######## dwrr_sched ########
### src/rtl/dwrr_pkg.sv
// Shared types and helpers for the deficit weighted round-robin scheduler.
// Holds the FSM state encoding, saturating add and modulo-N pointer increment.
package dwrr_pkg;

    typedef enum logic {
        ST_SELECT = 1'b0,
        ST_SERVE  = 1'b1
    } state_e;

    // Saturates at 2^w-1; callers truncate the result to w bits (w <= 31).
    function automatic logic [31:0] sat_add(input logic [31:0] a,
                                            input logic [31:0] b,
                                            input int unsigned w);
        logic [32:0] sum;
        logic [32:0] lim;
        sum = {1'b0, a} + {1'b0, b};
        lim = (33'd1 << w) - 33'd1;
        return (sum > lim) ? lim[31:0] : sum[31:0];
    endfunction

    function automatic logic [31:0] wrap_inc(input logic [31:0] x,
                                             input logic [31:0] n);
        return (x == n - 32'd1) ? 32'd0 : x + 32'd1;
    endfunction

endpackage

### src/rtl/dwrr_sched_find.sv
// Rotating first-one search starting at ptr (inclusive), wrapping modulo NUM_REQS.
// skip_mask flags the idle requestors passed over before the winner.
module rr_find_first #(
    parameter int NUM_REQS = 4,
    parameter int CNTWID   = $clog2(NUM_REQS)
) (
    input  logic [NUM_REQS-1:0] reqs,
    input  logic [CNTWID-1:0]   ptr,
    output logic                found,
    output logic [CNTWID-1:0]   idx,
    output logic [NUM_REQS-1:0] skip_mask
);

    always_comb begin
        int                pos;
        logic [CNTWID-1:0] p;
        found     = 1'b0;
        idx       = '0;
        skip_mask = '0;
        pos       = 0;
        p         = '0;
        for (int k = 0; k < NUM_REQS; k++) begin
            pos = int'(ptr) + k;
            if (pos >= NUM_REQS) pos = pos - NUM_REQS;
            p = CNTWID'(pos);
            if (!found) begin
                if (reqs[p]) begin
                    found = 1'b1;
                    idx   = p;
                end else begin
                    skip_mask[p] = 1'b1;
                end
            end
        end
    end

endmodule

### src/rtl/dwrr_sched.sv
// Deficit weighted round-robin scheduler: SELECT credits one quantum to the next
// busy requestor, SERVE grants its head packets while the deficit covers them.
module dwrr_sched
    import dwrr_pkg::*;
#(
    parameter int NUM_REQS = 4,
    parameter int QWID     = 8,
    parameter int LWID     = 8,
    parameter int DWID     = QWID + 1,
    parameter int CNTWID   = $clog2(NUM_REQS)
) (
    input  logic                     clk,
    input  logic                     rst,
    input  logic                     blk,
    input  logic [NUM_REQS-1:0]      reqs,
    input  logic [NUM_REQS*LWID-1:0] req_len,
    input  logic [NUM_REQS*QWID-1:0] input_quantums,
    output logic [NUM_REQS-1:0]      gnt,
    output logic [CNTWID-1:0]        gnt_idx,
    output logic [NUM_REQS*DWID-1:0] deficits
);

    state_e              state_q, state_d;
    logic [CNTWID-1:0]   ptr_q, ptr_d;
    logic [DWID-1:0]     def_q [NUM_REQS];
    logic [DWID-1:0]     def_d [NUM_REQS];
    logic [LWID-1:0]     len_arr [NUM_REQS];
    logic [QWID-1:0]     qnt_arr [NUM_REQS];

    logic                found;
    logic [CNTWID-1:0]   find_idx;
    logic [NUM_REQS-1:0] skip_mask;
    logic [DWID-1:0]     cur_len;
    logic                eligible;

    rr_find_first #(
        .NUM_REQS (NUM_REQS),
        .CNTWID   (CNTWID)
    ) u_find (
        .reqs      (reqs),
        .ptr       (ptr_q),
        .found     (found),
        .idx       (find_idx),
        .skip_mask (skip_mask)
    );

    always_comb begin
        deficits = '0;
        for (int i = 0; i < NUM_REQS; i++) begin
            len_arr[i]                 = req_len[i*LWID +: LWID];
            qnt_arr[i]                 = input_quantums[i*QWID +: QWID];
            deficits[i*DWID +: DWID]   = def_q[i];
        end
    end

    // A zero-length head packet still costs one unit so it cannot stall the flow.
    always_comb begin
        cur_len  = (len_arr[ptr_q] == '0) ? DWID'(1) : DWID'(len_arr[ptr_q]);
        eligible = reqs[ptr_q] && (def_q[ptr_q] >= cur_len);
    end

    always_comb begin
        state_d = state_q;
        ptr_d   = ptr_q;
        def_d   = def_q;
        gnt     = '0;
        gnt_idx = ptr_q;
        case (state_q)
            ST_SELECT: begin
                if (found) begin
                    for (int i = 0; i < NUM_REQS; i++) begin
                        if (skip_mask[i]) def_d[i] = '0;
                    end
                    def_d[find_idx] = DWID'(sat_add(32'(def_q[find_idx]),
                                                    32'(qnt_arr[find_idx]), DWID));
                    ptr_d   = find_idx;
                    state_d = ST_SERVE;
                end
            end
            ST_SERVE: begin
                if (!reqs[ptr_q]) begin
                    def_d[ptr_q] = '0;
                    ptr_d        = CNTWID'(wrap_inc(32'(ptr_q), 32'(NUM_REQS)));
                    state_d      = ST_SELECT;
                end else if (eligible) begin
                    gnt[ptr_q] = 1'b1;
                    if (!blk) def_d[ptr_q] = def_q[ptr_q] - cur_len;
                end else begin
                    ptr_d   = CNTWID'(wrap_inc(32'(ptr_q), 32'(NUM_REQS)));
                    state_d = ST_SELECT;
                end
            end
            default: state_d = ST_SELECT;
        endcase
    end

    always_ff @(posedge clk or negedge rst) begin
        if (!rst) begin
            state_q <= ST_SELECT;
            ptr_q   <= '0;
            for (int i = 0; i < NUM_REQS; i++) def_q[i] <= '0;
        end else begin
            state_q <= state_d;
            ptr_q   <= ptr_d;
            for (int i = 0; i < NUM_REQS; i++) def_q[i] <= def_d[i];
        end
    end

endmodule

### config.mk
export PLATFORM = sky130hd
export DESIGN_NAME = dwrr_sched
export DESIGN_NICKNAME = d
export VERILOG_FILES = /design/src/rtl/dwrr_pkg.sv /design/src/rtl/dwrr_sched_find.sv /design/src/rtl/dwrr_sched.sv
export SDC_FILE = /design/constraint.sdc
export NUM_CORES = 1
export LEC_CHECK = 0
export CAP_MARGIN = 20
export CORE_MARGIN = 5
export CORE_UTILIZATION = 52
export DETAILED_ROUTE_END_ITERATION = 12
export PLACE_DENSITY = 0.83
export SLEW_MARGIN = 5
export SYNTH_ARGS = -nofsm -noshare
export SYNTH_HDL_FRONTEND = slang
export SYNTH_SLANG_ARGS = --single-unit
### constraint.sdc
create_clock -name clk -period 6.6 [get_ports clk]
set_input_delay 1.32 -clock clk [delete_from_list [all_inputs] [get_ports clk]]
set_output_delay 1.32 -clock clk [all_outputs]
set_load 0.02 [all_outputs]
==> reports/results.ini <==
[outcome]
status=finished, final reports clean

[sta]
grt_setup_unrepaired=no
finalHoldViolations=0
period_used_share=0.955
fin_skew_ns=0.00831

[yosys]
yosysTopAreaCell=dfrtp_1
synth-edff-count=0
common_cells=nand2_1 (58), o21ai_0 (53), dfrtp_1 (39), nor2_1 (38), mux2_2 (32)
mux_share=0.247
async_flop_share=1.00
top_cell_area_share=0.204
ff_type=dfrtp_1
yosys_cells=556
ys_sh_simple=0.166

[final_layout]
logic_gate_count=459
seq_cells=39
bufAreaShareNonClock=0.198
logic_area_um2=3540
n_fill_cell=781
largest_class=combinational gates

[route]
routedWlPerCell_um=22.9

[clock_network]
cts_root_buf=clkbuf_8
cts_sinks=39
clk_path_buf_depth=2

[grt]
grt_pass1_wl_um=26800
grt-ovfl-total=0

[worst_setup_path]
r2r_start=gnt_idx[0]
rrSetupSlack_ns=0.99

[hold_path]
holdPathStages=2

metal layers:
metal  wire length, um  GRT usage  up-vias
met5                 0          0        -
met3              2050     0.0863       68
li1                  -          -     2277
met2              7790      0.468      365
met4               845      0.161        0
met1              6720      0.382     2350
layout by cell type, fill, tap and decap left out, types with 6 or more instances in the layout:
cell type,synthesis,final
clkdlybuf4s50_1,0,111
nand2_1,58,58
o21ai_0,53,53
nor2_1,38,38
dfrtp_1,39,38
mux2_2,32,32
a21oi_1,29,29
mux2i_1,25,24
o22ai_1,23,23
inv_1,22,22
mux4_2,20,20
ha_1,20,20
a31oi_1,11,11
nor3_1,10,10
and2_1,10,10
and3_1,9,9
xnor2_1,9,9
a22oi_1,9,9
nor2b_1,8,8
mux2_4,8,8
nand3_1,6,6
buf_4,2,6
per-stage QoR:
step / worst slack, ns
2_1_floorplan: 1.34
3_3_place_gp: 0.401
3_5_place_dp: 0.320
4_1_cts: 0.334
5_1_grt: 0.141
6_report: 0.297
registers in the layout (all words and copies together) (netlist names):
register  count
deficits     36
gnt_idx       2
state_q       1
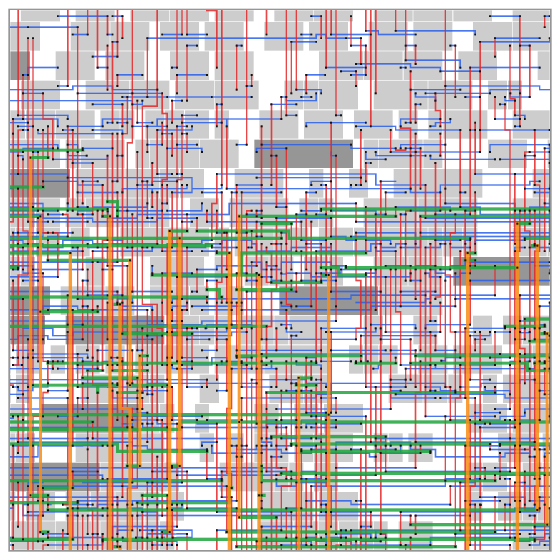
Figure 1: dwrr_sched, layout detail.
Window x 28 to 78, y 49 to 99 um. Cells in gray, sequential cells in the stronger gray; small squares are vias.
layer	color
met3	green
met1	blue
met2	red
met4	orange
netlist names of flops here include	deficits (7)
sequential cells in the window	7
most frequent	nand2_1 (30), o21ai_0 (24), nor2_1 (23)
cells with their middle in the window	220

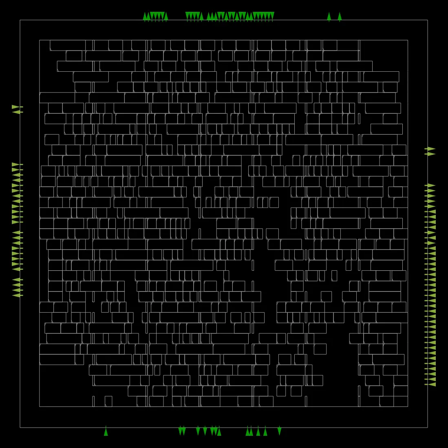
Figure 2: dwrr_sched, placement view.
Core Region: 9110 um2
Tapcell Cnt: 111


######## pg_unit_ctrlr_flat ########
### src/rtl/pg_unit_ctrlr_if.sv
// Issue-stage <-> power-gating controller bundle: per-unit requests in, power/isolation/ready and stall out.
// The hint_i_pguc member exists only when PG_PREWAKE_EN is defined.
interface pg_unit_ctrlr_if #(
  parameter int unsigned NUM_UNITS = 2
);
  logic                 ins_vld_i_pguc;
  logic [NUM_UNITS-1:0] unit_req_i_pguc;
`ifdef PG_PREWAKE_EN
  logic [NUM_UNITS-1:0] hint_i_pguc;
`endif
  logic [NUM_UNITS-1:0] pwr_en_o_pguc;
  logic [NUM_UNITS-1:0] iso_en_o_pguc;
  logic [NUM_UNITS-1:0] unit_rdy_o_pguc;
  logic                 stall_o_pguc;

  // Issue stage side: drives requests, consumes gating status and stall.
  modport master (
    output ins_vld_i_pguc,
    output unit_req_i_pguc,
`ifdef PG_PREWAKE_EN
    output hint_i_pguc,
`endif
    input  pwr_en_o_pguc,
    input  iso_en_o_pguc,
    input  unit_rdy_o_pguc,
    input  stall_o_pguc
  );

  // Controller side.
  modport slave (
    input  ins_vld_i_pguc,
    input  unit_req_i_pguc,
`ifdef PG_PREWAKE_EN
    input  hint_i_pguc,
`endif
    output pwr_en_o_pguc,
    output iso_en_o_pguc,
    output unit_rdy_o_pguc,
    output stall_o_pguc
  );
endinterface

### src/rtl/pg_unit_ctrlr.sv
// Power-gating controller: each unit sequences ON -> ISO -> OFF on idleness and OFF -> WAKE -> ON on demand.
// Optional macro PG_PREWAKE_EN adds a fetch-stage hint that wakes units one stage early without stalling.
module pg_unit_ctrlr #(
  parameter int unsigned NUM_UNITS = 2,
  parameter int unsigned IDLE_TH   = 8,
  parameter int unsigned IDLE_W    = 4,
  parameter int unsigned WAKE_LAT  = 3,
  parameter int unsigned WAKE_W    = 2
) (
  input  logic            clk_i_pguc,
  input  logic            rst_i_pguc,
  pg_unit_ctrlr_if.slave  pg
);

  localparam logic [IDLE_W-1:0] IDLE_LAST = IDLE_W'(IDLE_TH - 1);
  localparam logic [IDLE_W-1:0] IDLE_SAT  = IDLE_W'(IDLE_TH);
  localparam logic [WAKE_W-1:0] WAKE_LAST = WAKE_W'(WAKE_LAT - 1);

  typedef enum logic [1:0] {
    ST_ON   = 2'd0,
    ST_ISO  = 2'd1,
    ST_OFF  = 2'd2,
    ST_WAKE = 2'd3
  } state_t;

  state_t              state_q [NUM_UNITS];
  state_t              state_d [NUM_UNITS];
  logic [IDLE_W-1:0]   idle_q  [NUM_UNITS];
  logic [IDLE_W-1:0]   idle_d  [NUM_UNITS];
  logic [WAKE_W-1:0]   wake_q  [NUM_UNITS];
  logic [WAKE_W-1:0]   wake_d  [NUM_UNITS];

  logic [NUM_UNITS-1:0] req;
  logic [NUM_UNITS-1:0] demand;
  logic [NUM_UNITS-1:0] pwr_d;
  logic [NUM_UNITS-1:0] iso_d;
  logic [NUM_UNITS-1:0] rdy_d;
  logic [NUM_UNITS-1:0] pwr_q;
  logic [NUM_UNITS-1:0] iso_q;
  logic [NUM_UNITS-1:0] rdy_q;

  assign req = {NUM_UNITS{pg.ins_vld_i_pguc}} & pg.unit_req_i_pguc;

  // demand keeps a unit alive / wakes it; only real requests can stall.
`ifdef PG_PREWAKE_EN
  assign demand = req | pg.hint_i_pguc;
`else
  assign demand = req;
`endif

  // Next-state, counters and the output decode of the next state.
  always_comb begin
    for (int u = 0; u < NUM_UNITS; u++) begin
      state_d[u] = state_q[u];
      idle_d[u]  = idle_q[u];
      wake_d[u]  = wake_q[u];
      pwr_d[u]   = 1'b1;
      iso_d[u]   = 1'b0;
      rdy_d[u]   = 1'b1;

      case (state_q[u])
        ST_ON: begin
          if (demand[u]) begin
            idle_d[u] = '0;
          end else if (idle_q[u] == IDLE_LAST) begin
            state_d[u] = ST_ISO;
            idle_d[u]  = '0;
          end else if (idle_q[u] < IDLE_SAT) begin
            idle_d[u] = idle_q[u] + IDLE_W'(1);
          end
        end
        ST_ISO: begin
          // Power was never dropped, so a late request simply reopens the unit.
          state_d[u] = demand[u] ? ST_ON : ST_OFF;
        end
        ST_OFF: begin
          if (demand[u]) begin
            state_d[u] = ST_WAKE;
            wake_d[u]  = '0;
          end
        end
        ST_WAKE: begin
          // Wake always runs to completion so the power rail settles before de-isolation.
          if (wake_q[u] == WAKE_LAST) begin
            state_d[u] = ST_ON;
            idle_d[u]  = '0;
            wake_d[u]  = '0;
          end else begin
            wake_d[u] = wake_q[u] + WAKE_W'(1);
          end
        end
        default: begin
          state_d[u] = ST_ON;
          idle_d[u]  = '0;
          wake_d[u]  = '0;
        end
      endcase

      case (state_d[u])
        ST_ON: begin
          pwr_d[u] = 1'b1;
          iso_d[u] = 1'b0;
          rdy_d[u] = 1'b1;
        end
        ST_OFF: begin
          pwr_d[u] = 1'b0;
          iso_d[u] = 1'b1;
          rdy_d[u] = 1'b0;
        end
        default: begin
          pwr_d[u] = 1'b1;
          iso_d[u] = 1'b1;
          rdy_d[u] = 1'b0;
        end
      endcase
    end
  end

  // State, counters and registered status outputs.
  always_ff @(posedge clk_i_pguc) begin
    if (rst_i_pguc) begin
      for (int u = 0; u < NUM_UNITS; u++) begin
        state_q[u] <= ST_ON;
        idle_q[u]  <= '0;
        wake_q[u]  <= '0;
      end
      pwr_q <= '1;
      iso_q <= '0;
      rdy_q <= '1;
    end else begin
      for (int u = 0; u < NUM_UNITS; u++) begin
        state_q[u] <= state_d[u];
        idle_q[u]  <= idle_d[u];
        wake_q[u]  <= wake_d[u];
      end
      pwr_q <= pwr_d;
      iso_q <= iso_d;
      rdy_q <= rdy_d;
    end
  end

  assign pg.pwr_en_o_pguc   = pwr_q;
  assign pg.iso_en_o_pguc   = iso_q;
  assign pg.unit_rdy_o_pguc = rdy_q;
  assign pg.stall_o_pguc    = |(req & ~rdy_q);

endmodule

### src/flat_wrapper.sv
// flat-port wrapper written by rule: the top's interface ports become plain ports
module pg_unit_ctrlr_flat 
#(
  parameter int unsigned NUM_UNITS = 2,
  parameter int unsigned IDLE_TH   = 8,
  parameter int unsigned IDLE_W    = 4,
  parameter int unsigned WAKE_LAT  = 3,
  parameter int unsigned WAKE_W    = 2
)
  (clk_i_pguc, rst_i_pguc, pg_ins_vld_i_pguc, pg_unit_req_i_pguc, pg_pwr_en_o_pguc, pg_iso_en_o_pguc, pg_unit_rdy_o_pguc, pg_stall_o_pguc);
  pg_unit_ctrlr_if #(.NUM_UNITS(NUM_UNITS)) pg_i ();
  input  logic clk_i_pguc;
  input  logic rst_i_pguc;
  input wire logic [$bits(pg_i.ins_vld_i_pguc)-1:0] pg_ins_vld_i_pguc;
  input wire logic [$bits(pg_i.unit_req_i_pguc)-1:0] pg_unit_req_i_pguc;
  output wire logic [$bits(pg_i.pwr_en_o_pguc)-1:0] pg_pwr_en_o_pguc;
  output wire logic [$bits(pg_i.iso_en_o_pguc)-1:0] pg_iso_en_o_pguc;
  output wire logic [$bits(pg_i.unit_rdy_o_pguc)-1:0] pg_unit_rdy_o_pguc;
  output wire logic [$bits(pg_i.stall_o_pguc)-1:0] pg_stall_o_pguc;
  assign pg_i.ins_vld_i_pguc = pg_ins_vld_i_pguc;
  assign pg_i.unit_req_i_pguc = pg_unit_req_i_pguc;
  assign pg_pwr_en_o_pguc = pg_i.pwr_en_o_pguc;
  assign pg_iso_en_o_pguc = pg_i.iso_en_o_pguc;
  assign pg_unit_rdy_o_pguc = pg_i.unit_rdy_o_pguc;
  assign pg_stall_o_pguc = pg_i.stall_o_pguc;
  pg_unit_ctrlr #(.NUM_UNITS(NUM_UNITS), .IDLE_TH(IDLE_TH), .IDLE_W(IDLE_W), .WAKE_LAT(WAKE_LAT), .WAKE_W(WAKE_W)) u_core (.clk_i_pguc(clk_i_pguc), .rst_i_pguc(rst_i_pguc), .pg(pg_i));
endmodule
### config.mk
export PLATFORM = sky130hd
export DESIGN_NAME = pg_unit_ctrlr_flat
export DESIGN_NICKNAME = d
export VERILOG_FILES = /design/src/rtl/pg_unit_ctrlr_if.sv /design/src/rtl/pg_unit_ctrlr.sv /design/src/flat_wrapper.sv
export SDC_FILE = /design/constraint.sdc
export NUM_CORES = 1
export LEC_CHECK = 0
export ABC_AREA = 1
export CORE_MARGIN = 10
export CORE_UTILIZATION = 30
export CTS_CLUSTER_SIZE = 40
export DETAILED_ROUTE_END_ITERATION = 7
export GPL_ROUTABILITY_DRIVEN = 0
export SYNTH_ARGS = -nofsm -noshare
export SYNTH_HDL_FRONTEND = slang
export SYNTH_SLANG_ARGS = --single-unit
### constraint.sdc
create_clock -name clk_i_pguc -period 1.6 [get_ports clk_i_pguc]
set_input_delay 0.32 -clock clk_i_pguc [delete_from_list [all_inputs] [get_ports clk_i_pguc]]
set_output_delay 0.32 -clock clk_i_pguc [all_outputs]
set_load 0.005 [all_outputs]
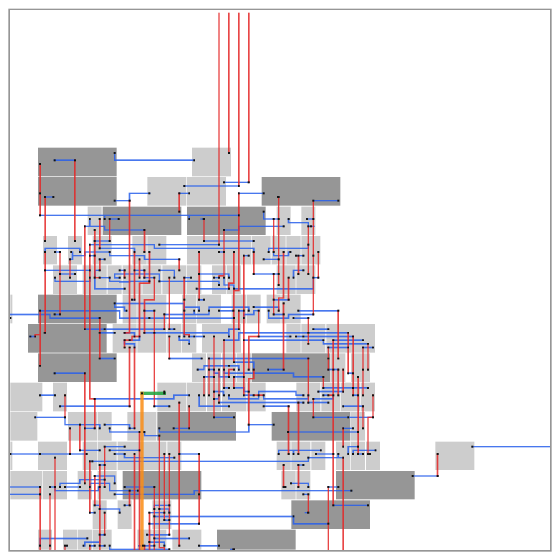
Figure 3: pg_unit_ctrlr_flat, layout detail.
Window x 14 to 64, y 28 to 78 um. Cells in gray, sequential cells in the stronger gray; small squares are vias.
layer	color
met1	blue
met4	orange
met3	green
met2	red
netlist names of flops here include	u_core.idle_q (5), u_core.state_q (3), u_core.pg.iso_en_o_pguc (2)
cells with their middle in the window	108
sequential cells in the window	15
most frequent	nand2_1 (20), dfxtp_1 (15), inv_1 (13)

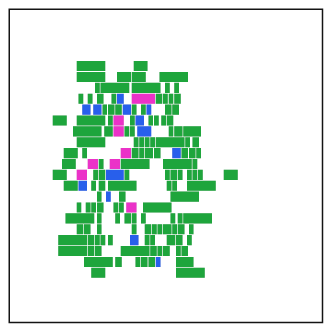
Figure 4: pg_unit_ctrlr_flat, drive-strength map.
Scale: 4 px per um.
size	color	cells	share	most used
drive 3 to 4	magenta	8	5.0%	buf_4
drive 1 or less	green	138	87%	nand2_1
drive 2	blue	13	8.2%	nor2_2

## what timing repair did
item / 4_1_cts / 5_1_grt
setup endpoints to repair: 1 / 0
gates resized: 4 / 0
endpoints found under the hold margin: 0 / 0
## worst max-delay path, delay by kind of cell
family | cells | cell delay [ns]
buf+inv | 2 | 0.64
simple gates | 1 | 0.08
compound gates | 1 | 0.15
## flip-flops by register name, indices dropped and copies added (netlist names)
register                   count
u_core.idle_q                  8
u_core.state_q                 4
u_core.wake_q                  4
u_core.pg.iso_en_o_pguc        2
u_core.pg.pwr_en_o_pguc        2
u_core.pg.unit_rdy_o_pguc      2
## report_power, final
part           leakage (nW)  internal [mW]  total (mW)  switching [mW]
clock network        0.0138         0.0875       0.238           0.150
logic                 0.342         0.0330      0.0676          0.0345
registers             0.178          0.559       0.570          0.0108
total                 0.534          0.680       0.875           0.196
## stage by stage
step | std cells | cell area [um2]
2_1_floorplan | 142 | 1010
3_3_place_gp | 200 | 1200
3_5_place_dp | 200 | 1200
4_1_cts | 203 | 1220
5_1_grt | 203 | 1220
6_report | 203 | 1220
## metal layers
metal,up-vias,global-route usage
met2,12,0.115
li1,499,-
met5,-,0
met1,390,0.0804
met4,0,0.0484
met3,2,0.00922
==> reports/results.ini <==
[outcome]
status=finished, final reports clean

[sta]
period_used_share=0.950
fin_crit_ns=1.52
setup_tns_ns=0

[route]
routed_wl_um=2000
met2WireLength_um=907

[yosys]
ff_type=dfxtp_1
yosysTopAreaCell=dfxtp_1
ys_sh_aoi=0.127
mux_share=0

[final_layout]
largest_class=combinational gates
logic_area_um2=492
flop_area_um2=440

[hold_path]
holdPathStages=2
min_path_type=reg -> reg

[worst_setup_path]
end_kind=output port
cp_cell_sequence=clkdlybuf4s50_1 > nand2_1 > o22ai_1 > buf_2

[clock_network]
ctsHoldBuffers=0
cts_buffers=3
h-tree-depth=1

[grt]
grt_pass1_vias=820
grt_usage=0.0693


######## traffic_light_intersection_ctrl ########
===== src/rtl/traffic_light_intersection_ctrl.sv =====
// Two-approach intersection controller: NS/EW green-yellow-all-red sequencing
// with programmable durations, latched pedestrian walk phase, flashing-yellow
// night mode and a global pause enable.
module traffic_light_intersection_ctrl #(
  parameter int unsigned CNT_W      = 8,
  parameter int unsigned FLASH_HALF = 4
) (
  input  logic             clk,
  input  logic             reset,
  input  logic             enable,
  input  logic [CNT_W-1:0] green_time,
  input  logic [CNT_W-1:0] yellow_time,
  input  logic [CNT_W-1:0] red_clear_time,
  input  logic [CNT_W-1:0] walk_time,
  input  logic             flash_mode,
  input  logic             ped_req,
  output logic             ped_ack,
  output logic             ns_red,
  output logic             ns_yellow,
  output logic             ns_green,
  output logic             ew_red,
  output logic             ew_yellow,
  output logic             ew_green,
  output logic             walk,
  output logic [2:0]       phase
);

  typedef enum logic [2:0] {
    NS_GREEN  = 3'd0,
    NS_YELLOW = 3'd1,
    ALL_RED_A = 3'd2,
    EW_GREEN  = 3'd3,
    EW_YELLOW = 3'd4,
    ALL_RED_B = 3'd5,
    PED_WALK  = 3'd6,
    FLASH     = 3'd7
  } state_t;

  localparam int unsigned     FC_W    = (FLASH_HALF > 1) ? $clog2(FLASH_HALF) : 1;
  localparam logic [FC_W-1:0] FC_LAST = FC_W'(FLASH_HALF - 1);

  state_t            state, state_n;
  logic [CNT_W-1:0]  timer, timer_n;
  logic              pending, pending_n;
  logic              ret_ew, ret_ew_n;     // walk returns to EW_GREEN when set
  logic              flash_bit, flash_bit_n;
  logic [FC_W-1:0]   flash_cnt, flash_cnt_n;
  logic              ack_n;

  // A duration of zero is treated as one cycle
  function automatic logic [CNT_W-1:0] load_val(input logic [CNT_W-1:0] d);
    return (d == '0) ? '0 : d - 1'b1;
  endfunction

  // State, timer, request latch and flash counter registers
  always_ff @(posedge clk) begin
    if (reset) begin
      state     <= ALL_RED_B;
      timer     <= '0;
      pending   <= 1'b0;
      ret_ew    <= 1'b0;
      flash_bit <= 1'b0;
      flash_cnt <= '0;
      ped_ack   <= 1'b0;
    end else begin
      state     <= state_n;
      timer     <= timer_n;
      pending   <= pending_n;
      ret_ew    <= ret_ew_n;
      flash_bit <= flash_bit_n;
      flash_cnt <= flash_cnt_n;
      ped_ack   <= ack_n;
    end
  end

  // Next-state, timer reload and pedestrian/flash bookkeeping
  always_comb begin
    state_n     = state;
    timer_n     = timer;
    pending_n   = pending | ped_req;
    ret_ew_n    = ret_ew;
    flash_bit_n = flash_bit;
    flash_cnt_n = flash_cnt;
    ack_n       = 1'b0;
    if (enable) begin
      if (state == FLASH) begin
        if (!flash_mode) begin
          state_n = ALL_RED_B;
          timer_n = load_val(red_clear_time);
        end else if (flash_cnt == FC_LAST) begin
          flash_cnt_n = '0;
          flash_bit_n = ~flash_bit;
        end else begin
          flash_cnt_n = flash_cnt + 1'b1;
        end
      end else if (timer != '0) begin
        timer_n = timer - 1'b1;
      end else begin
        unique case (state)
          NS_GREEN: begin
            state_n = NS_YELLOW;
            timer_n = load_val(yellow_time);
          end
          NS_YELLOW: begin
            state_n = ALL_RED_A;
            timer_n = load_val(red_clear_time);
          end
          EW_GREEN: begin
            state_n = EW_YELLOW;
            timer_n = load_val(yellow_time);
          end
          EW_YELLOW: begin
            state_n = ALL_RED_B;
            timer_n = load_val(red_clear_time);
          end
          ALL_RED_A, ALL_RED_B: begin
            if (flash_mode) begin
              state_n     = FLASH;
              timer_n     = '0;
              flash_bit_n = 1'b1;
              flash_cnt_n = '0;
            end else if (pending) begin
              // A request arriving on the serving edge stays pending
              state_n   = PED_WALK;
              timer_n   = load_val(walk_time);
              ret_ew_n  = (state == ALL_RED_A);
              ack_n     = 1'b1;
              pending_n = ped_req;
            end else begin
              state_n = (state == ALL_RED_A) ? EW_GREEN : NS_GREEN;
              timer_n = load_val(green_time);
            end
          end
          PED_WALK: begin
            state_n = ret_ew ? EW_GREEN : NS_GREEN;
            timer_n = load_val(green_time);
          end
          default: ;
        endcase
      end
    end
  end

  // Moore lamp decode from the state register
  always_comb begin
    ns_red    = 1'b0;
    ns_yellow = 1'b0;
    ns_green  = 1'b0;
    ew_red    = 1'b0;
    ew_yellow = 1'b0;
    ew_green  = 1'b0;
    walk      = 1'b0;
    unique case (state)
      NS_GREEN:  begin ns_green  = 1'b1; ew_red = 1'b1; end
      NS_YELLOW: begin ns_yellow = 1'b1; ew_red = 1'b1; end
      EW_GREEN:  begin ew_green  = 1'b1; ns_red = 1'b1; end
      EW_YELLOW: begin ew_yellow = 1'b1; ns_red = 1'b1; end
      ALL_RED_A, ALL_RED_B: begin ns_red = 1'b1; ew_red = 1'b1; end
      PED_WALK:  begin ns_red = 1'b1; ew_red = 1'b1; walk = 1'b1; end
      FLASH:     begin ns_yellow = flash_bit; ew_yellow = flash_bit; end
      default: ;
    endcase
  end

  assign phase = state;

endmodule


===== config.mk =====
export PLATFORM = sky130hd
export DESIGN_NAME = traffic_light_intersection_ctrl
export DESIGN_NICKNAME = d
export VERILOG_FILES = /design/src/rtl/traffic_light_intersection_ctrl.sv
export SDC_FILE = /design/constraint.sdc
export NUM_CORES = 1
export LEC_CHECK = 0
export CORE_MARGIN = 2
export CORE_UTILIZATION = 30
export CTS_CLUSTER_SIZE = 16
export DETAILED_ROUTE_END_ITERATION = 8
export HOLD_SLACK_MARGIN = 0.02
export PLACE_DENSITY_LB_ADDON = 0.08
export SYNTH_ARGS = -nofsm -noshare
export SYNTH_HDL_FRONTEND = slang
export SYNTH_SLANG_ARGS = --single-unit

===== constraint.sdc =====
create_clock -name clk -period 1.9 [get_ports clk]
set_input_delay 0.19 -clock clk [delete_from_list [all_inputs] [get_ports clk]]
set_output_delay 0.19 -clock clk [all_outputs]
set_load 0.01 [all_outputs]

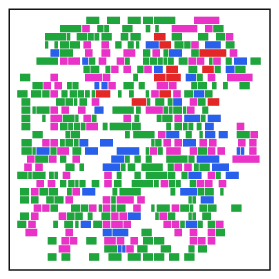
Figure 5: traffic_light_intersection_ctrl, drive-strength map.
Scale: 3 px per um.
size	color	cells	share	most used
drive 6 and up	red	11	2.6%	buf_6
drive 3 to 4	magenta	124	29%	buf_4
drive 2	blue	44	10%	nor4_2
drive 1 or less	green	249	58%	clkdlybuf4s50_1

==> worst min-delay path: cells and delay by family, from the launching register on <==
family | cells | cell delay (ns)
compound gates | 1 | 0.05
simple gates | 1 | 0.08
flops | 1 | 0.33
==> metal layers <==
layer	vias up	GRT usage
met5	-	0
met4	0	0.0511
met3	16	0.0314
met2	98	0.343
met1	1285	0.284
li1	1386	-
==> worst min-delay path by stage <==
stage	slack (ns)	startpoint	end	cells past startpoint
2_1_floorplan	0.28	reset	phase[0]	1
3_3_place_gp	0.46	flash_cnt[0]	flash_cnt[0]	2
3_5_place_dp	0.47	flash_cnt[0]	flash_cnt[0]	2
4_1_cts	0.48	flash_cnt[0]	flash_cnt[0]	2
5_1_grt	0.54	ped_req	pending	3
6_report	0.50	flash_cnt[0]	flash_cnt[0]	2
==> layout make-up <==
| cell class | count | area share |
|---|---|---|
| Multi-Input combinational cell | 234 | 0.487 |
| Sequential cell | 17 | 0.0951 |
| Inverter | 13 | 0.0131 |
| Timing Repair Buffer | 160 | 0.365 |
| Clock buffer | 3 | 0.0111 |
| Clock inverter | 1 | 0.00134 |
| Tap cell | 80 | 0.0269 |
==> reports/results.ini <==
[outcome]
status=complete, but fails checks
violations=negative setup slack

[final_layout]
final_cell_mix=buf_4 (105), clkdlybuf4s50_1 (30), nor2_1 (17)

[route]
met2WireLength_um=3610
via_per_inst=5.48

[power_and_ir_drop]
seqPwrFrac=0.150
pwr-share-comb=0.775

[yosys]
ys_top_cells_by_area=dfxtp_1 (17%), ha_1 (5.5%), a21oi_1 (4.9%), xnor2_1 (4.7%), nor3_1 (3.9%)
yosysWarnings=0
top_cell_area_share=0.167
async_flop_share=0

[sta]
setup_tns_ns=-0.445
period_used_share=1.06
timing.final.ws_setup_ns=-0.108
setup_violations=8

[clock_network]
cts_tree=built

[placement]
portBuffers=47


######## axis_fifo_packer ########
Figure 6. Power grid (axis_fifo_packer).
Scale: 4 px per um. Pins as bars on the die edge.
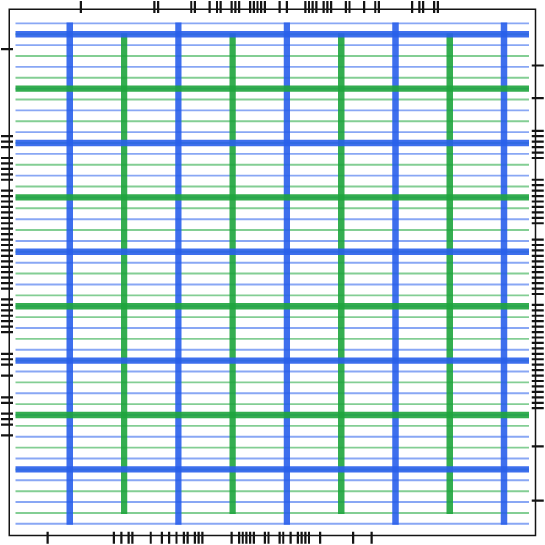
Figure 7. Layout detail (axis_fifo_packer).
Window x 41 to 91, y 67 to 117 um. Cells in gray, sequential cells in the stronger gray; small squares are vias.
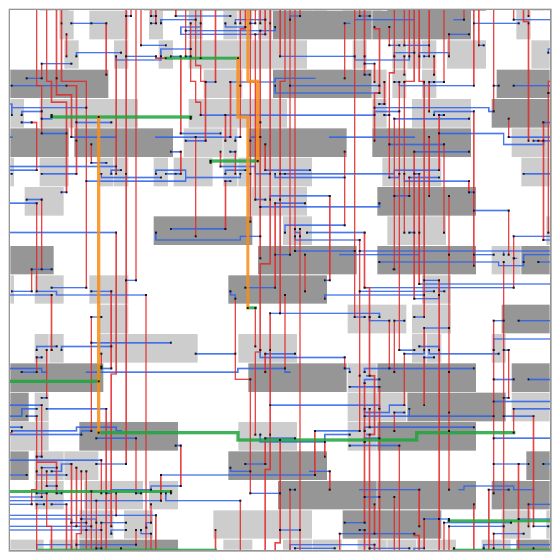
Figure 8. Drive-strength map (axis_fifo_packer).
Scale: 2 px per um.
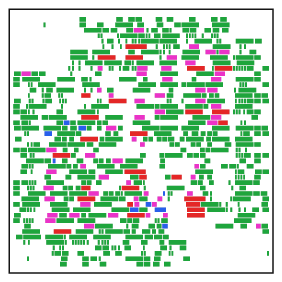
==> config.mk <==
export PLATFORM = sky130hd
export DESIGN_NAME = axis_fifo_packer
export DESIGN_NICKNAME = d
export VERILOG_FILES = /design/src/rtl/adxl_pkg.sv /design/src/rtl/axis_fifo_packer.sv
export SDC_FILE = /design/constraint.sdc
export NUM_CORES = 1
export LEC_CHECK = 0
export CAP_MARGIN = 40
export CELL_PAD_IN_SITES_DETAIL_PLACEMENT = 0
export CELL_PAD_IN_SITES_GLOBAL_PLACEMENT = 1
export CORE_MARGIN = 1
export CORE_UTILIZATION = 33
export DETAILED_ROUTE_END_ITERATION = 10
export PLACE_DENSITY_LB_ADDON = 0.3
export SLEW_MARGIN = 0
export SYNTH_ARGS = -nofsm -noshare
export SYNTH_HDL_FRONTEND = slang
export SYNTH_SLANG_ARGS = --single-unit
==> constraint.sdc <==
create_clock -name mems_clk -period 3.7 [get_ports mems_clk]
set_clock_uncertainty 0.05 [all_clocks]
set_input_delay 0.555 -clock mems_clk [delete_from_list [all_inputs] [get_ports mems_clk]]
set_output_delay 0.555 -clock mems_clk [all_outputs]
set_load 0.03 [all_outputs]
==> src/rtl/adxl_pkg.sv <==
// Shared definitions for the ADXL sample path: packer FSM encoding,
// default widths/depth, and the FIFO word formatter.
package adxl_pkg;

    localparam int DATA_WIDTH_DEF = 20;
    localparam int WORD_WIDTH_DEF = 24;
    localparam int DEPTH_DEF      = 16;
    localparam int XMARK_BIT      = 0;
    localparam int FMT_MAX        = 64;

    typedef enum logic [1:0] {
        IDLE = 2'd0,
        WR_X = 2'd1,
        WR_Y = 2'd2,
        WR_Z = 2'd3
    } pk_state_e;

    // Left-justifies a dw-bit sample inside a ww-bit word (carried in a
    // FMT_MAX container, caller truncates) and drives the axis marker bit.
    function automatic logic [FMT_MAX-1:0] fifo_word_fmt(
        input logic [FMT_MAX-1:0] sample,
        input int                 dw,
        input int                 ww,
        input logic               mark
    );
        logic [FMT_MAX-1:0] w;
        w            = sample << (ww - dw);
        w[XMARK_BIT] = mark;
        return w;
    endfunction

endpackage

==> src/rtl/axis_fifo_packer.sv <==
// axis_fifo_packer: captures one X/Y/Z triple per ODR strobe, latches it for
// register_files and writes it to the FIFO as three words (X, Y, Z).
// Ports: mems_clk/rst, standby, sample_vld + x/y/z_sample, fifo_sample_num,
// full, ovr_clr in; wr_en, filter_fifo_data, x/y/zdata_valid,
// x/y/zdata_in, FIFO_OVR out.
// Option: define PACKER_XMARK_EN to set bit0 of every X word.
module axis_fifo_packer
    import adxl_pkg::*;
#(
    parameter int DATA_WIDTH = DATA_WIDTH_DEF,
    parameter int WORD_WIDTH = WORD_WIDTH_DEF,
    parameter int DEPTH      = DEPTH_DEF,
    parameter int CNT_WIDTH  = 7
) (
    input  logic                  mems_clk,
    input  logic                  rst,
    input  logic                  standby,
    input  logic                  sample_vld,
    input  logic [DATA_WIDTH-1:0] x_sample,
    input  logic [DATA_WIDTH-1:0] y_sample,
    input  logic [DATA_WIDTH-1:0] z_sample,
    input  logic [CNT_WIDTH-1:0]  fifo_sample_num,
    input  logic                  full,
    input  logic                  ovr_clr,
    output logic                  wr_en,
    output logic [WORD_WIDTH-1:0] filter_fifo_data,
    output logic                  xdata_valid,
    output logic                  ydata_valid,
    output logic                  zdata_valid,
    output logic [DATA_WIDTH-1:0] xdata_in,
    output logic [DATA_WIDTH-1:0] ydata_in,
    output logic [DATA_WIDTH-1:0] zdata_in,
    output logic                  FIFO_OVR
);

`ifdef PACKER_XMARK_EN
    localparam logic XMARK = 1'b1;
`else
    localparam logic XMARK = 1'b0;
`endif

    localparam logic [CNT_WIDTH:0] ROOM_LIM = (CNT_WIDTH + 1)'(DEPTH - 3);

    pk_state_e             state_q;
    logic                  wr_en_q;
    logic [WORD_WIDTH-1:0] data_q;
    logic                  vld_q;
    logic [DATA_WIDTH-1:0] xr_q, yr_q, zr_q;
    logic [DATA_WIDTH-1:0] hy_q, hz_q;
    logic                  ovr_q, ovr_d;

    logic                  accept;
    logic                  room_ok;
    logic                  start;
    logic                  ovr_set;
    logic [CNT_WIDTH:0]    occ;

    assign accept = sample_vld & ~standby;

    // In WR_Z the Z word is still in flight, so count it as occupied.
    assign occ = {1'b0, fifo_sample_num}
               + (CNT_WIDTH + 1)'(state_q == WR_Z);

    assign room_ok = ~full & (occ <= ROOM_LIM);

    assign start = accept & room_ok
                 & ((state_q == IDLE) | (state_q == WR_Z));

    // A dropped triple, or a write landing on a full FIFO, both lose data.
    assign ovr_set = (accept & ~start) | (full & (state_q != IDLE));

    always_comb begin
        ovr_d = ovr_q;
        if (ovr_set) begin
            ovr_d = 1'b1;
        end else if (ovr_clr) begin
            ovr_d = 1'b0;
        end
    end

    always_ff @(posedge mems_clk or posedge rst) begin
        if (rst) begin
            state_q <= IDLE;
            wr_en_q <= 1'b0;
            data_q  <= '0;
            vld_q   <= 1'b0;
            xr_q    <= '0;
            yr_q    <= '0;
            zr_q    <= '0;
            hy_q    <= '0;
            hz_q    <= '0;
            ovr_q   <= 1'b0;
        end else begin
            vld_q <= accept;
            ovr_q <= ovr_d;
            if (accept) begin
                xr_q <= x_sample;
                yr_q <= y_sample;
                zr_q <= z_sample;
            end
            // Holding registers only load when a new triple starts, so a
            // busy-time accept cannot corrupt the triple being written.
            if (start) begin
                hy_q <= y_sample;
                hz_q <= z_sample;
            end
            unique case (state_q)
                IDLE, WR_Z: begin
                    if (start) begin
                        state_q <= WR_X;
                        wr_en_q <= 1'b1;
                        data_q  <= WORD_WIDTH'(fifo_word_fmt(
                            FMT_MAX'(x_sample), DATA_WIDTH, WORD_WIDTH, XMARK));
                    end else begin
                        state_q <= IDLE;
                        wr_en_q <= 1'b0;
                    end
                end
                WR_X: begin
                    state_q <= WR_Y;
                    wr_en_q <= 1'b1;
                    data_q  <= WORD_WIDTH'(fifo_word_fmt(
                        FMT_MAX'(hy_q), DATA_WIDTH, WORD_WIDTH, 1'b0));
                end
                WR_Y: begin
                    state_q <= WR_Z;
                    wr_en_q <= 1'b1;
                    data_q  <= WORD_WIDTH'(fifo_word_fmt(
                        FMT_MAX'(hz_q), DATA_WIDTH, WORD_WIDTH, 1'b0));
                end
            endcase
        end
    end

    assign wr_en            = wr_en_q;
    assign filter_fifo_data = data_q;
    assign xdata_valid      = vld_q;
    assign ydata_valid      = vld_q;
    assign zdata_valid      = vld_q;
    assign xdata_in         = xr_q;
    assign ydata_in         = yr_q;
    assign zdata_in         = zr_q;
    assign FIFO_OVR         = ovr_q;

endmodule

==> reports/results.ini <==
[outcome]
status=finished, final reports clean

[clock_network]
ctsHoldBuffers=0

[final_layout]
inv_count=5
logic_gate_count=331
diodes=0

[route]
routedWlPerCell_um=17.6

[power_and_ir_drop]
p_leak_nw=3.72
p_sw_frac=0.335

[yosys]
postSynthSeqShare=0.568
yosys_area_um2=5510
yosys_cells=503
syn_area_um2=5510

[worst_setup_path]
path_max_fanout=22
critPathCapture=hz_q[18]
timing.rr.end=hz_q[18]
cp_cell_sequence=ha_1 > ha_1 > ha_1 > o211a_1 > o32a_1 > or4_2 > buf_4 > mux2_4

[hold_path]
min_path_type=in -> async

[floorplan]
dieArea_um2=17200

## Picture notes: Figure 6
net	color
VDD	green
VSS	blue
met1 rails	47
met5 straps	9
signal pins	162
Core Region: 16100 um2
Die Y: 131 um
maximum vdd ir drop: 415 uV
Die W: 131 um

## Picture notes: Figure 7
layer	color
met4	orange
met1	blue
met3	green
met2	red
cells with their middle in the window	96
most frequent	nand2_1 (31), dfrtp_1 (26), mux2_4 (11)
sequential cells in the window	26
netlist names of flops here include	hy_q (7), hz_q (6), zdata_in (5)

## Picture notes: Figure 8
size	color	cells	share	most used
drive 2	blue	9	1.4%	mux2_2
drive 1 or less	green	572	86%	nand2_1
drive 6 and up	red	27	4.1%	clkbuf_16
drive 3 to 4	magenta	56	8.4%	mux2_4
setup ws final: 0.649 ns
Buffers excl. clock: 173
Synth-to-Final Area Change: 43.5%
design area: 7900 um2

## routing by layer
layer,GRT usage,vias to the layer above,routed length [um]
li1,-,2029,-
met4,0.0680,0,273
met5,0,-,0
met1,0.229,2139,6600
met3,0.0586,20,1170
met2,0.302,167,7450
## kinds of logic after synthesis
group | synth area share
and+or+nand+nor | 0.137
adders and majority gates | 0.0159
buffers and inverters | 0.0452
muxes | 0.107
other | 0.000681
AOI/OAI and AO/OA | 0.126
DFF | 0.568
## cell usage in the layout, fill, tap and decap left out, types with 2 or more instances in the layout
cell type	count
ha_1	7
inv_1	3
nand2_1	184
buf_4	13
clkdlybuf4s50_1	157
bufinv_16	3
a22oi_1	40
a41oi_1	20
clkbuf_16	17
dfrtp_1	125
conb_1	4
o31ai_1	20
clkinvlp_4	3
mux2_4	37
mux2_2	2
and3b_1	2
clkbuf_8	3
clkinv_4	2
## stage by stage
step	cell area (um2)	power, mW	util	std cells
floorplan	5520	3.17	-	506
global placement	7270	3.90	0.453	848
detailed placement	7300	3.95	0.454	850
CTS	7900	5.69	0.492	880
global route	7900	5.91	0.492	880
finish	7900	5.64	0.492	880

######## sdram_ctrl_arb ########
Figure 9. Placement view (sdram_ctrl_arb).
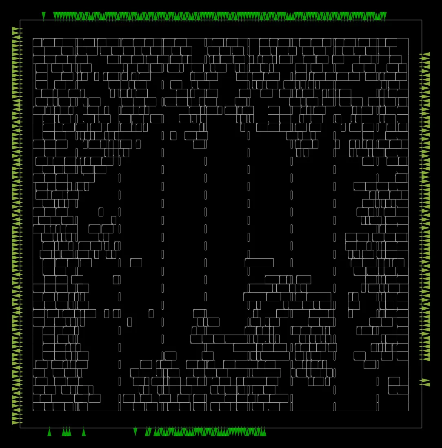
Figure 10. Wire density map (sdram_ctrl_arb).
Scale: 3 px per um. 26 x 26 tiles, from dark purple (low) to yellow (high), scaled to the fullest tile. Values are wire area over tile area, all layers added.
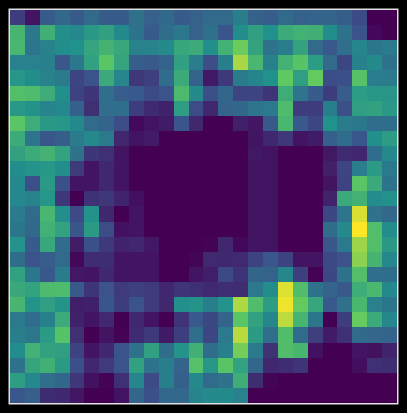
`src/rtl/sdram_ctrl_arb_pkg.sv`:
```
// ---------------------------------------------------------------------------
// sdram_ctrl_arb_pkg
//   Shared definitions for the SDRAM slave-port arbiter: bus widths, FSM state
//   encodings, FLUSH length and a helper for index widths.
//   The bus-width macros SDRAM_ADR_WIDTH / WB_DATA_WIDTH / WB_SEL_WIDTH are
//   normally provided by i2d_soc_defines.v; defaults are supplied here when
//   that file has not been read first.
//   Optional feature macro: SDRAM_ARB_TMO_EN (watchdog + FLUSH state).
// ---------------------------------------------------------------------------
`ifndef SDRAM_ADR_WIDTH
`define SDRAM_ADR_WIDTH 24
`endif
`ifndef WB_DATA_WIDTH
`define WB_DATA_WIDTH 32
`endif
`ifndef WB_SEL_WIDTH
`define WB_SEL_WIDTH 4
`endif

package sdram_ctrl_arb_pkg;

    localparam int SDRAM_ADR_W = `SDRAM_ADR_WIDTH;
    localparam int WB_DATA_W   = `WB_DATA_WIDTH;
    localparam int WB_SEL_W    = `WB_SEL_WIDTH;

    typedef enum logic [1:0] {
        SDRAM_ARB_IDLE  = 2'd0,
        SDRAM_ARB_GRANT = 2'd1,
        SDRAM_ARB_FLUSH = 2'd2
    } arb_state_e;

`ifdef SDRAM_ARB_TMO_EN
    // Cycles spent in FLUSH after a watchdog timeout.
    localparam int SDRAM_ARB_FLUSH_LEN = 16;
    localparam int SDRAM_ARB_FLUSH_W   = $clog2(SDRAM_ARB_FLUSH_LEN);
`endif

    // Width of a master index; never zero so NM=1 still has a legal vector.
    function automatic int idx_width(input int n);
        return (n > 1) ? $clog2(n) : 1;
    endfunction

endpackage

```
`src/rtl/sdram_ctrl_arb_rr.sv`:
```
// ---------------------------------------------------------------------------
// sdram_ctrl_arb_rr
//   Combinational round-robin picker. Searches ptr+1, ptr+2, ... (mod NM) and
//   returns the first requester.
//   Ports:
//     i_req  [NM]   request vector (cyc & stb per master)
//     i_ptr  [IW]   index of the master served last
//     o_gnt  [NM]   one-hot winner (zero when nobody requests)
//     o_idx  [IW]   winner index
//     o_any         at least one request present
// ---------------------------------------------------------------------------
module sdram_ctrl_arb_rr
    import sdram_ctrl_arb_pkg::*;
#(
    parameter int NM = 3
) (
    input  logic [NM-1:0]               i_req,
    input  logic [idx_width(NM)-1:0]    i_ptr,
    output logic [NM-1:0]               o_gnt,
    output logic [idx_width(NM)-1:0]    o_idx,
    output logic                        o_any
);

    localparam int IW = idx_width(NM);

    int w_cand;

    // Offset NM wraps back to ptr itself, so the last-served master is only
    // chosen again when it is the sole requester.
    always_comb begin
        o_gnt  = '0;
        o_idx  = '0;
        o_any  = 1'b0;
        w_cand = 0;
        for (int i = 1; i <= NM; i++) begin
            w_cand = (int'(i_ptr) + i) % NM;
            if (!o_any && i_req[w_cand]) begin
                o_any         = 1'b1;
                o_gnt[w_cand] = 1'b1;
                o_idx         = w_cand[IW-1:0];
            end
        end
    end

endmodule

```
`src/rtl/sdram_ctrl_arb.sv`:
```
// ---------------------------------------------------------------------------
// sdram_ctrl_arb
//   Wishbone arbiter sharing the single sdram_ctrl slave port between NM
//   masters. Round-robin grant, held for a whole cyc tenure.
//   Optional macro SDRAM_ARB_TMO_EN: response watchdog (TMO_W/TMO_MAX),
//   forced error and a FLUSH state that swallows late slave responses.
//   Ports:
//     clk, rst                     clock, synchronous active-high reset
//     m_adr_i/m_dat_i/m_sel_i      packed per-master request fields
//     m_we_i/m_cyc_i/m_stb_i       per-master controls
//     m_dat_o                      slave read data broadcast to all masters
//     m_ack_o/m_err_o/m_rty_o      responses, granted master bit only
//     s_*_o / s_*_i                sdram_ctrl slave port
//     gnt_o                        registered one-hot grant
// ---------------------------------------------------------------------------
module sdram_ctrl_arb
    import sdram_ctrl_arb_pkg::*;
#(
    parameter int NM = 3
`ifdef SDRAM_ARB_TMO_EN
    ,
    parameter int TMO_W   = 8,
    parameter int TMO_MAX = 200
`endif
) (
    input  logic                        clk,
    input  logic                        rst,
    input  logic [NM*SDRAM_ADR_W-1:0]   m_adr_i,
    input  logic [NM*WB_DATA_W-1:0]     m_dat_i,
    input  logic [NM*WB_SEL_W-1:0]      m_sel_i,
    input  logic [NM-1:0]               m_we_i,
    input  logic [NM-1:0]               m_cyc_i,
    input  logic [NM-1:0]               m_stb_i,
    output logic [WB_DATA_W-1:0]        m_dat_o,
    output logic [NM-1:0]               m_ack_o,
    output logic [NM-1:0]               m_err_o,
    output logic [NM-1:0]               m_rty_o,
    output logic [SDRAM_ADR_W-1:0]      s_adr_o,
    output logic [WB_DATA_W-1:0]        s_dat_o,
    output logic [WB_SEL_W-1:0]         s_sel_o,
    output logic                        s_we_o,
    output logic                        s_cyc_o,
    output logic                        s_stb_o,
    input  logic [WB_DATA_W-1:0]        s_dat_i,
    input  logic                        s_ack_i,
    input  logic                        s_err_i,
    input  logic                        s_rty_i,
    output logic [NM-1:0]               gnt_o
);

    localparam int IW = idx_width(NM);

    arb_state_e             r_state;
    arb_state_e             w_state_next;
    logic [NM-1:0]          r_gnt;
    logic [IW-1:0]          r_ptr;      // last granted master; mux select while in GRANT

    logic [NM-1:0]          w_req;
    logic [NM-1:0]          w_rr_gnt;
    logic [IW-1:0]          w_rr_idx;
    logic                   w_rr_any;
    logic                   w_cyc_k;
    logic                   w_stb_k;
    logic                   w_tmo;

    logic [SDRAM_ADR_W-1:0] w_adr [NM];
    logic [WB_DATA_W-1:0]   w_dat [NM];
    logic [WB_SEL_W-1:0]    w_sel [NM];

    genvar gi;
    generate
        for (gi = 0; gi < NM; gi++) begin : g_unpack
            assign w_req[gi] = m_cyc_i[gi] & m_stb_i[gi];
            assign w_adr[gi] = m_adr_i[gi*SDRAM_ADR_W +: SDRAM_ADR_W];
            assign w_dat[gi] = m_dat_i[gi*WB_DATA_W +: WB_DATA_W];
            assign w_sel[gi] = m_sel_i[gi*WB_SEL_W +: WB_SEL_W];
        end
    endgenerate

    assign w_cyc_k = m_cyc_i[r_ptr];
    assign w_stb_k = m_stb_i[r_ptr];

    sdram_ctrl_arb_rr #(
        .NM (NM)
    ) u_rr (
        .i_req (w_req),
        .i_ptr (r_ptr),
        .o_gnt (w_rr_gnt),
        .o_idx (w_rr_idx),
        .o_any (w_rr_any)
    );

`ifdef SDRAM_ARB_TMO_EN
    logic [TMO_W-1:0]             r_tmo_cnt;
    logic [SDRAM_ARB_FLUSH_W-1:0] r_flush_cnt;

    assign w_tmo = (r_state == SDRAM_ARB_GRANT) && (r_tmo_cnt == TMO_W'(TMO_MAX));

    always_ff @(posedge clk) begin
        if (rst) begin
            r_tmo_cnt   <= '0;
            r_flush_cnt <= '0;
        end else begin
            if (r_state != SDRAM_ARB_GRANT || !w_stb_k || s_ack_i || s_err_i || s_rty_i)
                r_tmo_cnt <= '0;
            else if (r_tmo_cnt != TMO_W'(TMO_MAX))
                r_tmo_cnt <= r_tmo_cnt + 1'b1;

            if (r_state == SDRAM_ARB_FLUSH)
                r_flush_cnt <= r_flush_cnt + 1'b1;
            else
                r_flush_cnt <= '0;
        end
    end
`else
    assign w_tmo = 1'b0;
`endif

    // State register plus the grant/pointer bookkeeping tied to transitions.
    // On a timeout ptr already holds the offender, so the next search skips it.
    always_ff @(posedge clk) begin
        if (rst) begin
            r_state <= SDRAM_ARB_IDLE;
            r_gnt   <= '0;
            r_ptr   <= IW'(NM - 1);
        end else begin
            r_state <= w_state_next;
            case (r_state)
                SDRAM_ARB_IDLE: begin
                    if (w_rr_any) begin
                        r_gnt <= w_rr_gnt;
                        r_ptr <= w_rr_idx;
                    end
                end
                SDRAM_ARB_GRANT: begin
                    if (!w_cyc_k || w_tmo)
                        r_gnt <= '0;
                end
                default: r_gnt <= '0;
            endcase
        end
    end

    always_comb begin
        w_state_next = r_state;
        case (r_state)
            SDRAM_ARB_IDLE: begin
                if (w_rr_any)
                    w_state_next = SDRAM_ARB_GRANT;
            end
            SDRAM_ARB_GRANT: begin
`ifdef SDRAM_ARB_TMO_EN
                if (w_tmo)
                    w_state_next = SDRAM_ARB_FLUSH;
                else
`endif
                if (!w_cyc_k)
                    w_state_next = SDRAM_ARB_IDLE;
            end
`ifdef SDRAM_ARB_TMO_EN
            SDRAM_ARB_FLUSH: begin
                if (r_flush_cnt == SDRAM_ARB_FLUSH_W'(SDRAM_ARB_FLUSH_LEN - 1))
                    w_state_next = SDRAM_ARB_IDLE;
            end
`endif
            default: w_state_next = SDRAM_ARB_IDLE;
        endcase
    end

    // Slave side is a live mux of the granted master so a dropped cyc reaches
    // the slave in the same cycle; responses are only passed while in GRANT.
    always_comb begin
        s_adr_o = '0;
        s_dat_o = '0;
        s_sel_o = '0;
        s_we_o  = 1'b0;
        s_cyc_o = 1'b0;
        s_stb_o = 1'b0;
        m_ack_o = '0;
        m_err_o = '0;
        m_rty_o = '0;
        if (r_state == SDRAM_ARB_GRANT) begin
            s_adr_o = w_adr[r_ptr];
            s_dat_o = w_dat[r_ptr];
            s_sel_o = w_sel[r_ptr];
            s_we_o  = m_we_i[r_ptr];
            s_cyc_o = w_cyc_k & ~w_tmo;
            s_stb_o = w_stb_k & ~w_tmo;
            m_ack_o = r_gnt & {NM{s_ack_i & ~w_tmo}};
            m_err_o = r_gnt & {NM{s_err_i | w_tmo}};
            m_rty_o = r_gnt & {NM{s_rty_i & ~w_tmo}};
        end
    end

    assign m_dat_o = s_dat_i;
    assign gnt_o   = r_gnt;

endmodule

```
`config.mk`:
```
export PLATFORM = sky130hd
export DESIGN_NAME = sdram_ctrl_arb
export DESIGN_NICKNAME = d
export VERILOG_FILES = /design/src/rtl/sdram_ctrl_arb_pkg.sv /design/src/rtl/sdram_ctrl_arb_rr.sv /design/src/rtl/sdram_ctrl_arb.sv
export SDC_FILE = /design/constraint.sdc
export NUM_CORES = 1
export LEC_CHECK = 0
export CORE_AREA = 4 4 125 127
export DETAILED_ROUTE_END_ITERATION = 8
export DIE_AREA = 0 0 129 131
export GPL_ROUTABILITY_DRIVEN = 0
export GPL_TIMING_DRIVEN = 0
export PLACE_DENSITY = 0.6
export SYNTH_ARGS = -nofsm -noshare
export SYNTH_HDL_FRONTEND = slang
export SYNTH_SLANG_ARGS = --single-unit
export TNS_END_PERCENT = 5
```
`constraint.sdc`:
```
create_clock -name clk -period 5.3 [get_ports clk]
set_clock_uncertainty 0.15 [all_clocks]
set_input_delay 1.06 -clock clk [delete_from_list [all_inputs] [get_ports clk]]
set_output_delay 1.06 -clock clk [all_outputs]
set_load 0.005 [all_outputs]
```
==> reports/results.ini <==
[sta]
fin_crit_ns=3.91
drv_slew=0
finalHoldViolations=0

[final_layout]
lay_top_count=clkdlybuf4s50_1
final_cell_area_um2=5730
fin_nets=926
fin_cells=878
largest_reg_flops=3

[floorplan]
dieArea_um2=16900

[grt]
grt_usage=0.150

[placement]
place_ws_ns=1.38
hpwl_um=12100

[power_and_ir_drop]
p_leak_nw=2.54
p_comb_mw=1.32
pg_seq_mw=0.0865
max-vdd-ir-drop_uv=97.8

[clock_network]
insertion_delay_ns=0.23
h-tree-depth=1
cts_sinks=6

[yosys]
yosys_area_um2=2420
postSynthSeqShare=0.0496
mux_share=0.261
top_cell=nor2_1

[outcome]
status=finished, final reports clean

[worst_setup_path]
cp_cell_sequence=clkdlybuf4s50_1 > mux2i_1 > nor2_1 > o21ai_0 > inv_1 > clkdlybuf4s50_1
timing.rr.end=gnt_o[1]
critPathTopFamily=buffers and inverters
cpMostUsedCell=clkdlybuf4s50_1

About Figure 9:
Final Core Density: 0.397
Filler cells: 1485
flop share of the area: 0.0210

About Figure 10:
emptiest ninth of the die	middle
tiles over half the peak	21%
mean over tiles	0.14
fullest tile	0.47
nearly empty tiles	18%

-- worst max path at each step --
stage	depth (start not counted)	start	endpoint	slack (ns)
floorplan	4	m_cyc_i[2]	s_cyc_o	2.53
global placement	6	m_cyc_i[0]	s_cyc_o	1.38
detailed placement	6	m_cyc_i[0]	s_cyc_o	1.38
CTS	6	m_cyc_i[0]	s_cyc_o	1.38
global route	6	m_cyc_i[0]	s_cyc_o	1.21
finish	6	m_cyc_i[0]	s_cyc_o	1.39
-- layout make-up --
| class | instances | area (um2) | share of cell area |
|---|---|---|---|
| well taps | 184 | 230 | 0.0402 |
| repair buffers | 300 | 3000 | 0.524 |
| plain buffers | 63 | 374 | 0.0653 |
| multi-input cells | 316 | 1900 | 0.332 |
| inverters | 6 | 22.5 | 0.00393 |
| clock buffers | 3 | 75.1 | 0.0131 |
| flip-flops and latches | 6 | 120 | 0.0210 |
-- routing by layer --
metal,up-vias,routed length (um),global-route usage,part of all wire
li1,1919,-,-,-
met1,1734,5300,0.167,0.37
met2,204,7640,0.285,0.53
met3,11,1350,0.0411,0.094
met4,0,147,0.0266,0.010
met5,-,0,0,0


==> gallery <==
Power grid.
panel A
Scale: 4 px per um. Pins as bars on the die edge.
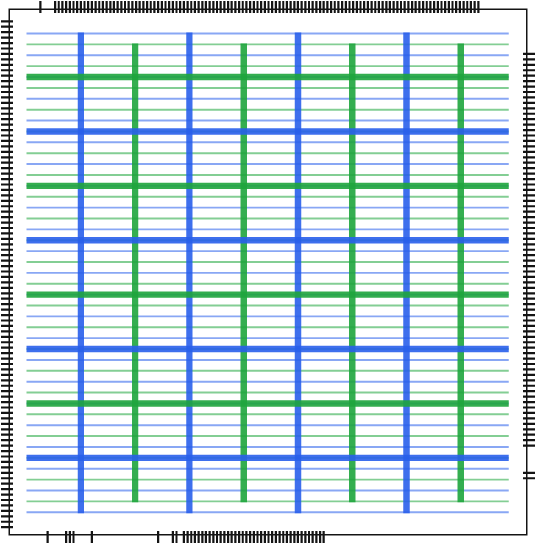
panel B
Scale: 4 px per um. Pins as bars on the die edge.
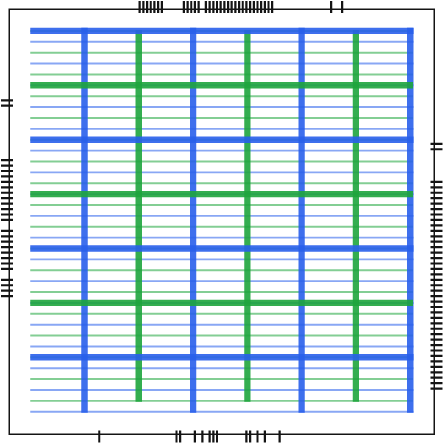
panel C
Scale: 6 px per um. Pins as bars on the die edge.
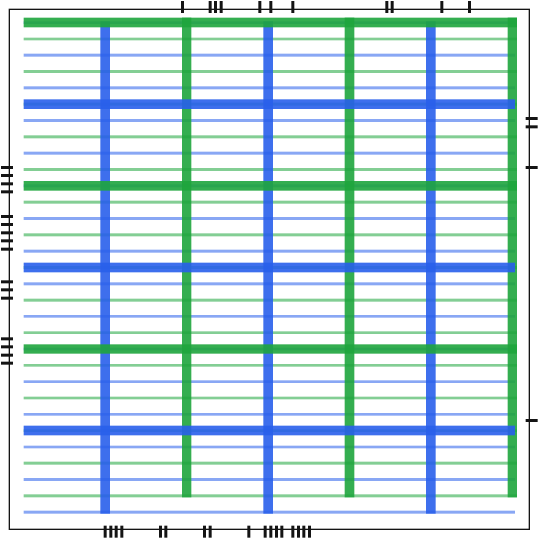
panel D
Scale: 6 px per um. Pins as bars on the die edge.
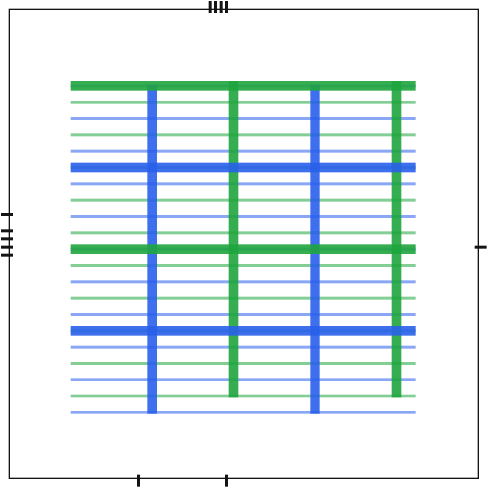
panel A -> sdram_ctrl_arb
panel B -> dwrr_sched
panel C -> traffic_light_intersection_ctrl
panel D -> pg_unit_ctrlr_flat
The one with the smallest die is panel D.


==> notes/layouts.md <==
Pictures saved along the way, in no particular order.

Placement view.
Plate I
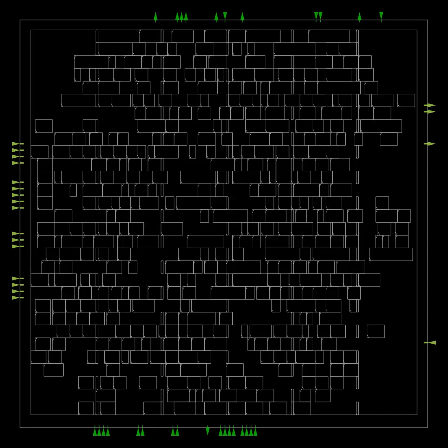
Plate II
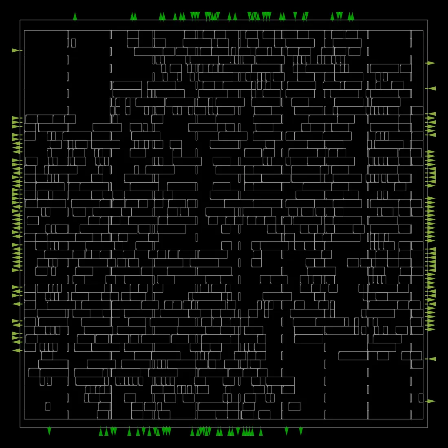
Plate III
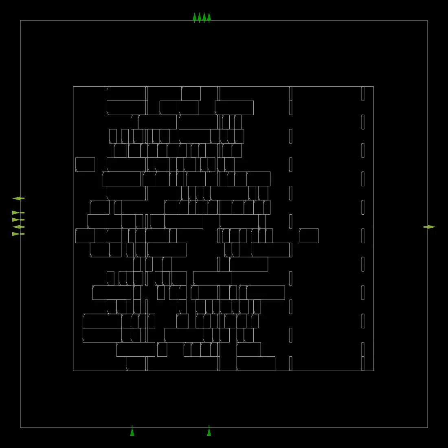
Of these, lowest utilization: Plate III
Of these, most cells: Plate II
Plate III -> pg_unit_ctrlr_flat
Plate I -> traffic_light_intersection_ctrl
Plate II -> axis_fifo_packer

Power figures rest on the tool's default switching activity, not on a simulated workload.
